=== alu_ctrl_pipe ===
**src/rtl/alu_ctrl_pipe.sv**
```systemverilog
// alu_ctrl_pipe: registered ALU-control decoder (ALUOp + funct) with multi-cycle op tracking.
// Latency: 1 cycle for single-cycle ops; MD_CYCLES cycles for MULT/MULTU/DIV/DIVU.
// Backpressure: valid/ready on both sides; requests stall while BUSY or while a result is unconsumed.
// Build option: define ALU_CTRL_PIPE_MULDIV_EN to enable multi-cycle ops; otherwise they decode as illegal.
module alu_ctrl_pipe #(
  parameter int ALUOP_W   = 3,
  parameter int FUNCT_W   = 6,
  parameter int CTRL_W    = 4,
  parameter int MD_CYCLES = 32,
  parameter int CNT_W     = $clog2(MD_CYCLES)
) (
  input  logic               clk,
  input  logic               rstb,
  input  logic               flush,
  input  logic               in_valid,
  output logic               in_ready,
  input  logic [ALUOP_W-1:0] alu_op,
  input  logic [FUNCT_W-1:0] funct,
  output logic               out_valid,
  input  logic               out_ready,
  output logic [CTRL_W-1:0]  alu_ctrl,
  output logic               is_multi,
  output logic               illegal,
  output logic               md_busy,
  output logic [CNT_W-1:0]   md_count
);

  // Controller ALUOp codes; 6 and 7 select the funct table.
  localparam logic [ALUOP_W-1:0] AOP_ADD = ALUOP_W'(0);
  localparam logic [ALUOP_W-1:0] AOP_SUB = ALUOP_W'(1);
  localparam logic [ALUOP_W-1:0] AOP_AND = ALUOP_W'(2);
  localparam logic [ALUOP_W-1:0] AOP_OR  = ALUOP_W'(3);
  localparam logic [ALUOP_W-1:0] AOP_XOR = ALUOP_W'(4);
  localparam logic [ALUOP_W-1:0] AOP_SLT = ALUOP_W'(5);

  // ALU control codes.
  localparam logic [CTRL_W-1:0] ALU_OP_ADD = CTRL_W'(0);
  localparam logic [CTRL_W-1:0] ALU_OP_SUB = CTRL_W'(1);
  localparam logic [CTRL_W-1:0] ALU_OP_AND = CTRL_W'(2);
  localparam logic [CTRL_W-1:0] ALU_OP_OR  = CTRL_W'(3);
  localparam logic [CTRL_W-1:0] ALU_OP_XOR = CTRL_W'(4);
  localparam logic [CTRL_W-1:0] ALU_OP_NOR = CTRL_W'(5);
  localparam logic [CTRL_W-1:0] ALU_OP_SLL = CTRL_W'(6);
  localparam logic [CTRL_W-1:0] ALU_OP_SRL = CTRL_W'(7);
  localparam logic [CTRL_W-1:0] ALU_OP_SRA = CTRL_W'(8);
  localparam logic [CTRL_W-1:0] ALU_OP_SLT = CTRL_W'(9);

  // MIPS funct field encodings.
  localparam logic [FUNCT_W-1:0] F_SLL = FUNCT_W'(6'h00);
  localparam logic [FUNCT_W-1:0] F_SRL = FUNCT_W'(6'h02);
  localparam logic [FUNCT_W-1:0] F_SRA = FUNCT_W'(6'h03);
  localparam logic [FUNCT_W-1:0] F_ADD = FUNCT_W'(6'h20);
  localparam logic [FUNCT_W-1:0] F_SUB = FUNCT_W'(6'h22);
  localparam logic [FUNCT_W-1:0] F_AND = FUNCT_W'(6'h24);
  localparam logic [FUNCT_W-1:0] F_OR  = FUNCT_W'(6'h25);
  localparam logic [FUNCT_W-1:0] F_XOR = FUNCT_W'(6'h26);
  localparam logic [FUNCT_W-1:0] F_NOR = FUNCT_W'(6'h27);
  localparam logic [FUNCT_W-1:0] F_SLT = FUNCT_W'(6'h2A);
`ifdef ALU_CTRL_PIPE_MULDIV_EN
  localparam logic [CTRL_W-1:0]  ALU_OP_MULT  = CTRL_W'(10);
  localparam logic [CTRL_W-1:0]  ALU_OP_MULTU = CTRL_W'(11);
  localparam logic [CTRL_W-1:0]  ALU_OP_DIV   = CTRL_W'(12);
  localparam logic [CTRL_W-1:0]  ALU_OP_DIVU  = CTRL_W'(13);
  localparam logic [FUNCT_W-1:0] F_MULT  = FUNCT_W'(6'h18);
  localparam logic [FUNCT_W-1:0] F_MULTU = FUNCT_W'(6'h19);
  localparam logic [FUNCT_W-1:0] F_DIV   = FUNCT_W'(6'h1A);
  localparam logic [FUNCT_W-1:0] F_DIVU  = FUNCT_W'(6'h1B);
`endif

  typedef enum logic {IDLE = 1'b0, BUSY = 1'b1} state_t;

  state_t            state, state_nxt;
  logic [CTRL_W-1:0] dec_ctrl;
  logic              dec_illegal;
  logic              dec_multi;
  logic              accept;
  logic              md_done;

  assign in_ready = (state == IDLE) && (!out_valid || out_ready) && !flush;
  assign accept   = in_valid && in_ready;
  assign md_done  = (state == BUSY) && (md_count == '0) && !flush;

  // Decode ALUOp directly, falling back to the funct table for other codes.
  always_comb begin
    dec_ctrl    = ALU_OP_ADD;
    dec_illegal = 1'b0;
    dec_multi   = 1'b0;
    case (alu_op)
      AOP_ADD: dec_ctrl = ALU_OP_ADD;
      AOP_SUB: dec_ctrl = ALU_OP_SUB;
      AOP_AND: dec_ctrl = ALU_OP_AND;
      AOP_OR:  dec_ctrl = ALU_OP_OR;
      AOP_XOR: dec_ctrl = ALU_OP_XOR;
      AOP_SLT: dec_ctrl = ALU_OP_SLT;
      default: begin
        case (funct)
          F_AND:   dec_ctrl = ALU_OP_AND;
          F_OR:    dec_ctrl = ALU_OP_OR;
          F_XOR:   dec_ctrl = ALU_OP_XOR;
          F_NOR:   dec_ctrl = ALU_OP_NOR;
          F_SLL:   dec_ctrl = ALU_OP_SLL;
          F_SRL:   dec_ctrl = ALU_OP_SRL;
          F_SRA:   dec_ctrl = ALU_OP_SRA;
          F_SLT:   dec_ctrl = ALU_OP_SLT;
          F_ADD:   dec_ctrl = ALU_OP_ADD;
          F_SUB:   dec_ctrl = ALU_OP_SUB;
`ifdef ALU_CTRL_PIPE_MULDIV_EN
          F_MULT:  begin dec_ctrl = ALU_OP_MULT;  dec_multi = 1'b1; end
          F_MULTU: begin dec_ctrl = ALU_OP_MULTU; dec_multi = 1'b1; end
          F_DIV:   begin dec_ctrl = ALU_OP_DIV;   dec_multi = 1'b1; end
          F_DIVU:  begin dec_ctrl = ALU_OP_DIVU;  dec_multi = 1'b1; end
`endif
          default: dec_illegal = 1'b1;
        endcase
      end
    endcase
  end

  // State register.
  always_ff @(posedge clk or negedge rstb) begin
    if (!rstb) state <= IDLE;
    else       state <= state_nxt;
  end

  // Next state: enter BUSY on a multi-cycle accept, leave when the count expires or on flush.
  always_comb begin
    state_nxt = state;
    if (flush) begin
      state_nxt = IDLE;
    end else begin
      case (state)
        IDLE:    if (accept && dec_multi) state_nxt = BUSY;
        BUSY:    if (md_count == '0) state_nxt = IDLE;
        default: state_nxt = IDLE;
      endcase
    end
  end

  // Output register: load on accept, publish multi-cycle result at count expiry, clear when consumed.
  always_ff @(posedge clk or negedge rstb) begin
    if (!rstb) begin
      out_valid <= 1'b0;
      alu_ctrl  <= ALU_OP_ADD;
      is_multi  <= 1'b0;
      illegal   <= 1'b0;
    end else if (flush) begin
      out_valid <= 1'b0;
    end else if (accept) begin
      out_valid <= !dec_multi;
      alu_ctrl  <= dec_ctrl;
      is_multi  <= 1'b0;
      illegal   <= dec_illegal;
    end else if (md_done) begin
      out_valid <= 1'b1;
      is_multi  <= 1'b1;
    end else if (out_ready) begin
      out_valid <= 1'b0;
    end
  end

`ifdef ALU_CTRL_PIPE_MULDIV_EN
  // Remaining-cycle counter: loaded on a multi-cycle accept, counts down to zero without wrapping.
  always_ff @(posedge clk or negedge rstb) begin
    if (!rstb)                              md_count <= '0;
    else if (flush)                         md_count <= '0;
    else if (accept && dec_multi)           md_count <= CNT_W'(MD_CYCLES - 1);
    else if (state == BUSY && md_count != '0) md_count <= md_count - CNT_W'(1);
  end

  assign md_busy = (state == BUSY);
`else
  assign md_count = '0;
  assign md_busy  = 1'b0;
`endif

endmodule

```
**config.mk**
```make
export PLATFORM = sky130hd
export DESIGN_NAME = alu_ctrl_pipe
export DESIGN_NICKNAME = d
export VERILOG_FILES = /design/src/rtl/alu_ctrl_pipe.sv
export SDC_FILE = /design/constraint.sdc
export NUM_CORES = 1
export LEC_CHECK = 0
export ABC_AREA = 1
export CORE_UTILIZATION = 40
export CTS_BUF_LIST = sky130_fd_sc_hd__clkbuf_4
export DETAILED_ROUTE_END_ITERATION = 12
export PLACE_DENSITY = 0.88
export SETUP_SLACK_MARGIN = 0.3
export SLEW_MARGIN = 20
export SYNTH_ARGS = -nofsm -noshare
export SYNTH_HDL_FRONTEND = slang
export SYNTH_SLANG_ARGS = --single-unit
```
**constraint.sdc**
```tcl
create_clock -name clk -period 1.35 [get_ports clk]
set_clock_uncertainty 0.15 [all_clocks]
set_input_delay 0.135 -clock clk [delete_from_list [all_inputs] [get_ports clk]]
set_output_delay 0.135 -clock clk [all_outputs]
set_load 0.03 [all_outputs]
```
### PDN straps and rails, alu_ctrl_pipe

The bar under the picture is 10 um long. Pins as bars on the die edge.
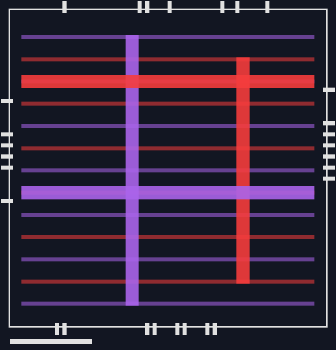
colour	net
red	VDD
purple	VSS
met4 straps	2
met5 straps	2
signal pins	28
met1 rails	13
rows	12

### Placed cells, one colour a class, alu_ctrl_pipe

Fill, decap, tap and diode cells in grey.
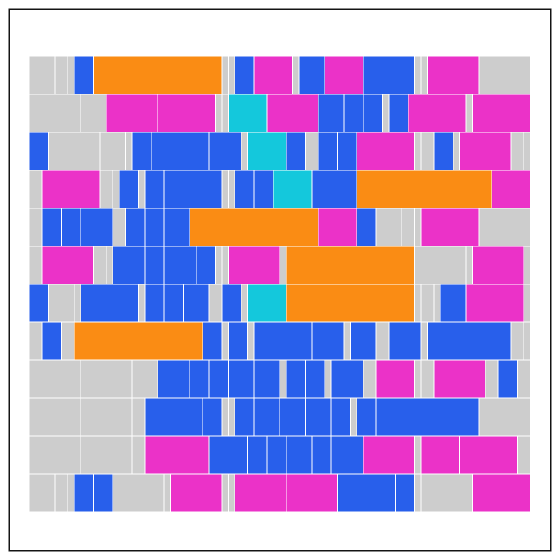
colour	class	cells	share of their area
magenta	other buffers and delay cells	28	32%
cyan	clock drivers and dummy loads	4	3.4%
blue	combinational and other logic	76	47%
orange	flops	6	17%

==> impl_metrics.yaml <==
# physical design summary
layout:
  fillers: 81
  largest_reg_flops: 4
  layout_top_cell: "nand2_1"
  antennaDiodeCount: 0
  sh_seq_area_pct: 17.0
  area_delta_synth_final_pct: 65.3
  comb_share_pct: 40.4
  buffer_area_share_pct: 31.4
floorplanning:
  ios: 28
  chip_area_um2: 1500
placed_design:
  hpwl_um: 1040
  port_buffers: 20
route:
  avgRoutedWirePerCell_um: 12.8
  via_count: 626
worst_setup_path:
  critPathCaptureType: "flip-flop"
  worst-setup-path-type: "reg2reg"
  setup.worst_path.end: "alu_ctrl[2]"
  critPathLaunchType: "flip-flop"
synth:
  edf_count: 0
outcome:
  status: "finished with violations"
  violations: "hold timing, setup timing"
sta:
  setup_viol: 4
  hold_viol: 3
  fmax_mhz: 731
  worst_slack_ns: -0.0174
  finalMaxSlewViolations: 0
  hold_ws_ns: -0.0138
global_route:
  grt_pass1_vias: 517
clocking:
  htree_levels: 1
  cts_tree: "built"
### Clock wires, drivers and flops, alu_ctrl_pipe

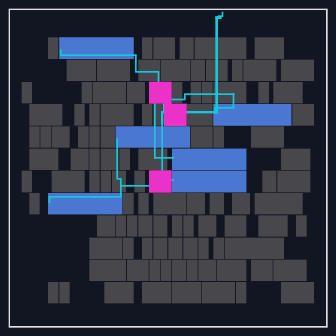
[blue] flip-flops | count: 6
[magenta] clock drivers | count: 3
[cyan] clock wires | length: 99.4 um
routed clock nets	4

## critical path, cell delays in order (launching register included)
cell and delay, ns:
dfrtp_2 0.41, buf_6 0.12, a21oi_4 0.14, buf_6 0.14
nand2_8 0.08, nand2_2 0.08, a21boi_2 0.15
## worst min-delay path by stage
stage	start	end	cells after the start	slack (ns)
4_1_cts	rstb	alu_ctrl[0]	1	-0.006
3_3_place_gp	rstb	alu_ctrl[0]	1	0.25
5_1_grt	rstb	alu_ctrl[3]	1	-0.004
6_report	rstb	alu_ctrl[0]	1	-0.01
2_1_floorplan	rstb	alu_ctrl[0]	0	-0.31
3_5_place_dp	rstb	alu_ctrl[0]	1	0.26
## per-stage QoR
stage | setup TNS, ns | instances | utilization, % | worst slack [ns]
after global placement | -0.484 | 120 | 65.2 | -0.115
final | -0.0519 | 128 | 76.0 | -0.0174
after global routing | -0.297 | 128 | 76.0 | -0.0743
after detailed placement | -0.706 | 120 | 65.2 | -0.174
after CTS | 0 | 127 | 70.9 | 0.00200
after floorplan | 0 | 89 | - | 0.00675
## logic make-up after synthesis
kind of cell | count (synthesis) | synth area share, %
other cells | 1 | 0.697
flops | 6 | 27.9
compound gates | 10 | 12.8
buf+inv | 21 | 19.5
simple gates | 45 | 39.1

=== matmul_output_collector ===
--- src/rtl/matmul_output_collector.sv ---
// Output collector for the systolic matmul array.
// Captures staggered, held column words from the array and the weight-proxy bus
// into two ROWS x COLS accumulators, merges them (wrap or saturate) and writes
// the merged matrix to memory one row per strobe.
//
// state   | meaning
// --------+-----------------------------------------------------------
// S_IDLE  | ready; capture enabled; fsm_done starts a write-out
// S_WRITE | one-cycle row strobe (mem_wr_en high)
// S_WAIT  | remaining memory access cycles of the current row
module matmul_output_collector #(
  parameter int          ROWS               = 4,
  parameter int          COLS               = 4,
  parameter int          WORD_SIZE          = 16,
  parameter int          HOLD_CYCLES        = 2,
  parameter int          MEM_ACCESS_LATENCY = 2,
  parameter int          SATURATE           = 0,
  parameter logic [31:0] BASE_ADDR          = 32'd0,
  parameter logic [31:0] ADDR_INCR          = 32'd4
) (
  input  logic                      clk,
  input  logic                      rst,
  input  logic                      stall,
  input  logic                      acc_mode,
  input  logic                      fsm_done,
  input  logic [COLS*WORD_SIZE-1:0] sa_out_bus,
  input  logic [COLS-1:0]           sa_valid,
  input  logic [COLS*WORD_SIZE-1:0] proxy_out_bus,
  input  logic [COLS-1:0]           proxy_valid,
  output logic                      wr_output_rdy,
  output logic                      wr_output_done,
  output logic [31:0]               mem_addr,
  output logic                      mem_wr_en,
  output logic [COLS*WORD_SIZE-1:0] mem_data,
  output logic                      overflow_err
);

  localparam int RW        = $clog2(ROWS + 1);
  localparam int PW        = (HOLD_CYCLES > 1) ? $clog2(HOLD_CYCLES) : 1;
  localparam int WW        = (MEM_ACCESS_LATENCY > 2) ? $clog2(MEM_ACCESS_LATENCY - 1) : 1;
  localparam int WAIT_LOAD = (MEM_ACCESS_LATENCY > 1) ? MEM_ACCESS_LATENCY - 2 : 0;

  typedef enum logic [1:0] {S_IDLE, S_WRITE, S_WAIT} state_t;

  // Signed add of two words, either wrapping or clamped to the signed range.
  function automatic logic [WORD_SIZE-1:0] add_w(input logic [WORD_SIZE-1:0] a,
                                                  input logic [WORD_SIZE-1:0] b);
    logic [WORD_SIZE:0] s;
    s = {a[WORD_SIZE-1], a} + {b[WORD_SIZE-1], b};
    if ((SATURATE != 0) && (s[WORD_SIZE] != s[WORD_SIZE-1]))
      add_w = s[WORD_SIZE] ? {1'b1, {(WORD_SIZE-1){1'b0}}} : {1'b0, {(WORD_SIZE-1){1'b1}}};
    else
      add_w = s[WORD_SIZE-1:0];
  endfunction

  function automatic logic [PW-1:0] phase_nxt(input logic [PW-1:0] p);
    phase_nxt = (p == PW'(HOLD_CYCLES - 1)) ? '0 : p + 1'b1;
  endfunction

  state_t                      state_q, state_d;
  logic [RW-1:0]               row_idx_q, row_idx_d;
  logic [WW-1:0]               wait_q, wait_d;

  logic [WORD_SIZE-1:0]        sa_acc_q [ROWS][COLS];
  logic [WORD_SIZE-1:0]        px_acc_q [ROWS][COLS];
  logic [PW-1:0]               sa_phase_q [COLS];
  logic [PW-1:0]               px_phase_q [COLS];
  logic [RW-1:0]               sa_row_q [COLS];
  logic [RW-1:0]               px_row_q [COLS];

  logic [COLS-1:0]             sa_take, px_take, sa_drop, px_drop;
  logic                        cap_en, complete, clear_acc;

  logic                        wr_en_q, wr_en_d;
  logic                        done_q, done_d;
  logic [31:0]                 addr_q, addr_d;
  logic [COLS*WORD_SIZE-1:0]   data_q, data_d;
  logic                        ovf_q;

  assign cap_en    = (state_q == S_IDLE) && !stall;
  assign complete  = (state_q != S_IDLE) && (state_d == S_IDLE);
  assign clear_acc = complete && !acc_mode;

  // A lane samples on the first cycle of each held word; samples past the last row are dropped.
  always_comb begin
    sa_take = '0;
    px_take = '0;
    sa_drop = '0;
    px_drop = '0;
    for (int c = 0; c < COLS; c++) begin
      sa_take[c] = cap_en && sa_valid[c] && (sa_phase_q[c] == '0);
      px_take[c] = cap_en && proxy_valid[c] && (px_phase_q[c] == '0);
      sa_drop[c] = sa_take[c] && (sa_row_q[c] == RW'(ROWS));
      px_drop[c] = px_take[c] && (px_row_q[c] == RW'(ROWS));
    end
  end

  // Per-lane hold phase and row counters; frozen outside IDLE, cleared when a write-out completes.
  always_ff @(posedge clk or negedge rst) begin
    if (!rst) begin
      for (int c = 0; c < COLS; c++) begin
        sa_phase_q[c] <= '0;
        px_phase_q[c] <= '0;
        sa_row_q[c]   <= '0;
        px_row_q[c]   <= '0;
      end
    end else if (complete) begin
      for (int c = 0; c < COLS; c++) begin
        sa_phase_q[c] <= '0;
        px_phase_q[c] <= '0;
        sa_row_q[c]   <= '0;
        px_row_q[c]   <= '0;
      end
    end else if (cap_en) begin
      for (int c = 0; c < COLS; c++) begin
        sa_phase_q[c] <= sa_valid[c] ? phase_nxt(sa_phase_q[c]) : '0;
        px_phase_q[c] <= proxy_valid[c] ? phase_nxt(px_phase_q[c]) : '0;
        if (sa_take[c] && !sa_drop[c]) sa_row_q[c] <= sa_row_q[c] + 1'b1;
        if (px_take[c] && !px_drop[c]) px_row_q[c] <= px_row_q[c] + 1'b1;
      end
    end
  end

  // Accumulate captured words into the element addressed by the lane's row counter.
  always_ff @(posedge clk or negedge rst) begin
    if (!rst) begin
      for (int r = 0; r < ROWS; r++)
        for (int c = 0; c < COLS; c++) begin
          sa_acc_q[r][c] <= '0;
          px_acc_q[r][c] <= '0;
        end
    end else if (clear_acc) begin
      for (int r = 0; r < ROWS; r++)
        for (int c = 0; c < COLS; c++) begin
          sa_acc_q[r][c] <= '0;
          px_acc_q[r][c] <= '0;
        end
    end else begin
      for (int r = 0; r < ROWS; r++)
        for (int c = 0; c < COLS; c++) begin
          if (sa_take[c] && !sa_drop[c] && (sa_row_q[c] == RW'(r)))
            sa_acc_q[r][c] <= add_w(sa_acc_q[r][c], sa_out_bus[c*WORD_SIZE +: WORD_SIZE]);
          if (px_take[c] && !px_drop[c] && (px_row_q[c] == RW'(r)))
            px_acc_q[r][c] <= add_w(px_acc_q[r][c], proxy_out_bus[c*WORD_SIZE +: WORD_SIZE]);
        end
    end
  end

  // Sticky overflow flag, cleared only by reset.
  always_ff @(posedge clk or negedge rst) begin
    if (!rst)                       ovf_q <= 1'b0;
    else if (|{sa_drop, px_drop})   ovf_q <= 1'b1;
  end

  // FSM state register with row index and access-wait down-counter.
  always_ff @(posedge clk or negedge rst) begin
    if (!rst) begin
      state_q   <= S_IDLE;
      row_idx_q <= '0;
      wait_q    <= '0;
    end else begin
      state_q   <= state_d;
      row_idx_q <= row_idx_d;
      wait_q    <= wait_d;
    end
  end

  // FSM next state; row_idx counts rows already strobed.
  always_comb begin
    state_d   = state_q;
    row_idx_d = row_idx_q;
    wait_d    = wait_q;
    case (state_q)
      S_IDLE: begin
        row_idx_d = '0;
        if (fsm_done) state_d = S_WRITE;
      end
      S_WRITE: begin
        row_idx_d = row_idx_q + 1'b1;
        if (MEM_ACCESS_LATENCY > 1) begin
          state_d = S_WAIT;
          wait_d  = WW'(WAIT_LOAD);
        end else if (row_idx_q == RW'(ROWS - 1)) begin
          state_d = S_IDLE;
        end
      end
      S_WAIT: begin
        if (wait_q == '0) state_d = (row_idx_q == RW'(ROWS)) ? S_IDLE : S_WRITE;
        else              wait_d  = wait_q - 1'b1;
      end
      default: state_d = S_IDLE;
    endcase
  end

  // FSM outputs: strobe, address and merged row are prepared for the upcoming WRITE cycle.
  always_comb begin
    wr_en_d = (state_d == S_WRITE);
    done_d  = complete;
    addr_d  = addr_q;
    data_d  = data_q;
    if (state_d == S_WRITE) begin
      addr_d = BASE_ADDR + 32'(row_idx_d) * ADDR_INCR;
      for (int r = 0; r < ROWS; r++)
        if (row_idx_d == RW'(r))
          for (int c = 0; c < COLS; c++)
            data_d[c*WORD_SIZE +: WORD_SIZE] = add_w(sa_acc_q[r][c], px_acc_q[r][c]);
    end
  end

  // Registered memory interface; address and data hold between strobes.
  always_ff @(posedge clk or negedge rst) begin
    if (!rst) begin
      wr_en_q <= 1'b0;
      done_q  <= 1'b0;
      addr_q  <= '0;
      data_q  <= '0;
    end else begin
      wr_en_q <= wr_en_d;
      done_q  <= done_d;
      addr_q  <= addr_d;
      data_q  <= data_d;
    end
  end

  assign wr_output_rdy  = (state_q == S_IDLE);
  assign wr_output_done = done_q;
  assign mem_wr_en      = wr_en_q;
  assign mem_addr       = addr_q;
  assign mem_data       = data_q;
  assign overflow_err   = ovf_q;

endmodule

--- config.mk ---
export PLATFORM = sky130hd
export DESIGN_NAME = matmul_output_collector
export DESIGN_NICKNAME = d
export VERILOG_FILES = /design/src/rtl/matmul_output_collector.sv
export SDC_FILE = /design/constraint.sdc
export NUM_CORES = 2
export LEC_CHECK = 0
export ABC_AREA = 1
export CORE_MARGIN = 5
export CORE_UTILIZATION = 40
export CTS_BUF_LIST = sky130_fd_sc_hd__clkbuf_8 sky130_fd_sc_hd__clkbuf_16
export DETAILED_ROUTE_END_ITERATION = 8
export GPL_TIMING_DRIVEN = 0
export PLACE_DENSITY = 0.62
export SETUP_SLACK_MARGIN = 0.4
export SLEW_MARGIN = 20
export SYNTH_ARGS = -nofsm -noshare
export SYNTH_HDL_FRONTEND = slang
export SYNTH_SLANG_ARGS = --single-unit
--- constraint.sdc ---
create_clock -name clk -period 3 [get_ports clk]
set_input_delay 0.45 -clock clk [delete_from_list [all_inputs] [get_ports clk]]
set_output_delay 0.45 -clock clk [all_outputs]
set_load 0.005 [all_outputs]
### The clock network, matmul_output_collector

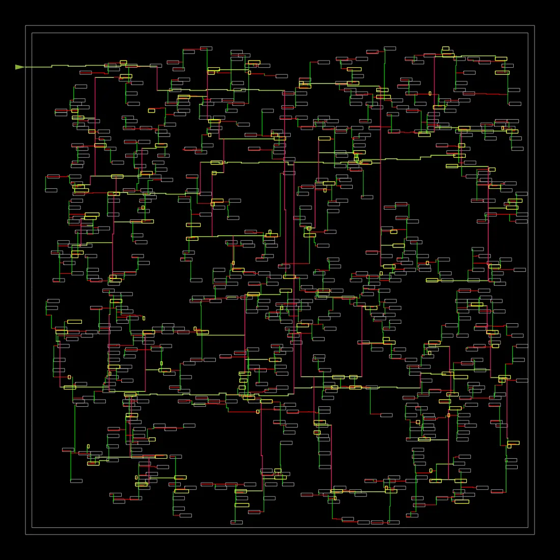
clk sinks: 619
clock skew: 0.0319 ns
Clock Buffer Count: 107
CTS Buf Count: 84
Latency at later pin: 0.71 ns

### PDN straps and rails, matmul_output_collector

The bar under the picture is 100 um long. Pins as bars on the die edge.
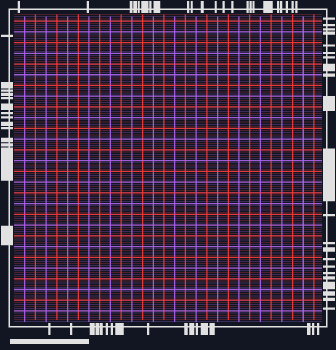
colour	net
purple	VSS
red	VDD
signal pins	241
met1 rails	144
met5 straps	28
met4 straps	28

### Routed metal, one colour a layer, matmul_output_collector

The bar under the picture is 100 um long. Two of the layers only.
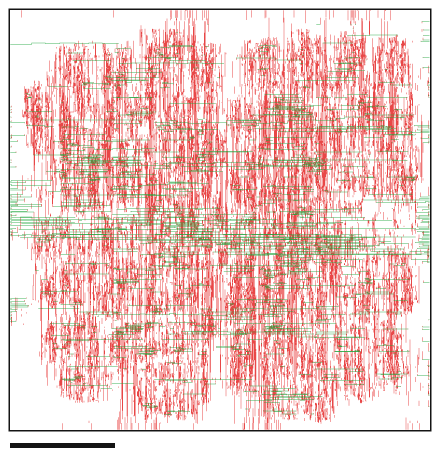
colour	layer	wire length
green	metal 3	19600 um
red	metal 2	100 mm

==> impl_metrics.yaml <==
# physical design summary
route:
  drc: 0
  avgRoutedWirePerCell_um: 20.8
floorplanning:
  core_util_floorplan_pct: 40.2
  core_um2: 152000
synth:
  adder_share_pct: 17.2
  netlist_area_um2: 60900
worst_setup_path:
  r2r_cells: 10
  required_ns: 3.62
  r2r-start: "row_idx_q[0]"
  rr_endpoint: "mem_data[18]"
outcome:
  status: "finished clean"
global_route:
  grtUsageTotal_pct: 28.3
sta:
  hold_viol: 0
  layout_min_cycle_time_ns: 2.62
clocking:
  cts_tree: "built"
pwr:
  pg_seq_mw: 16.2
  power.leakage_nw: 38.8
layout:
  layout_top_cell: "nand2_1"
  final_cell_mix: "2558 x nand2_1, 966 x inv_1, 888 x a21oi_1, 757 x ha_1, 684 x nand3_1"
  mi_logic_area_um2: 41100
placed_design:
  port_buffers: 211
==> cell type report <==
cell class	count	share of cell area [%]
Inverter	1017	5.49
Multi-Input combinational cell	7217	58.9
Timing Repair Buffer	250	3.84
Tap cell	2030	3.64
Clock inverter	46	0.805
Buffer	132	1.58
Sequential cell	619	22.2
Antenna cell	3	0.0108
Clock buffer	107	3.51
==> critical path, stage by stage (launching register included) <==
cell and delay [ns]:
dfrtp_2 0.41, inv_1 0.06, ha_1 0.28, inv_1 0.06, o22ai_4 0.20, buf_4 0.18
nand3_4 0.19, clkbuf_4 0.38, o211ai_1 0.27, o211ai_1 0.31, a21oi_1 0.21
==> state kept, by name, summed over array words and instances (netlist names) <==
signal / count
px_acc_q: 256
sa_acc_q: 256
mem_data: 64
px_row_q: 12
sa_row_q: 12
px_phase_q: 4
sa_phase_q: 4
mem_addr: 3
row_idx_q: 3
state_q: 2
mem_wr_en: 1
overflow_err: 1
wr_output_done: 1
==> repair_timing <==
item,in CTS,in global routing
endpoints found under the hold margin,51,0
hold buffers,1,0
gates cloned,0,4
gates resized,89,93
setup buffers,8,18
pin swaps,6,18
endpoints found under the setup margin,533,424

Power is estimated from default activity; no workload was simulated.
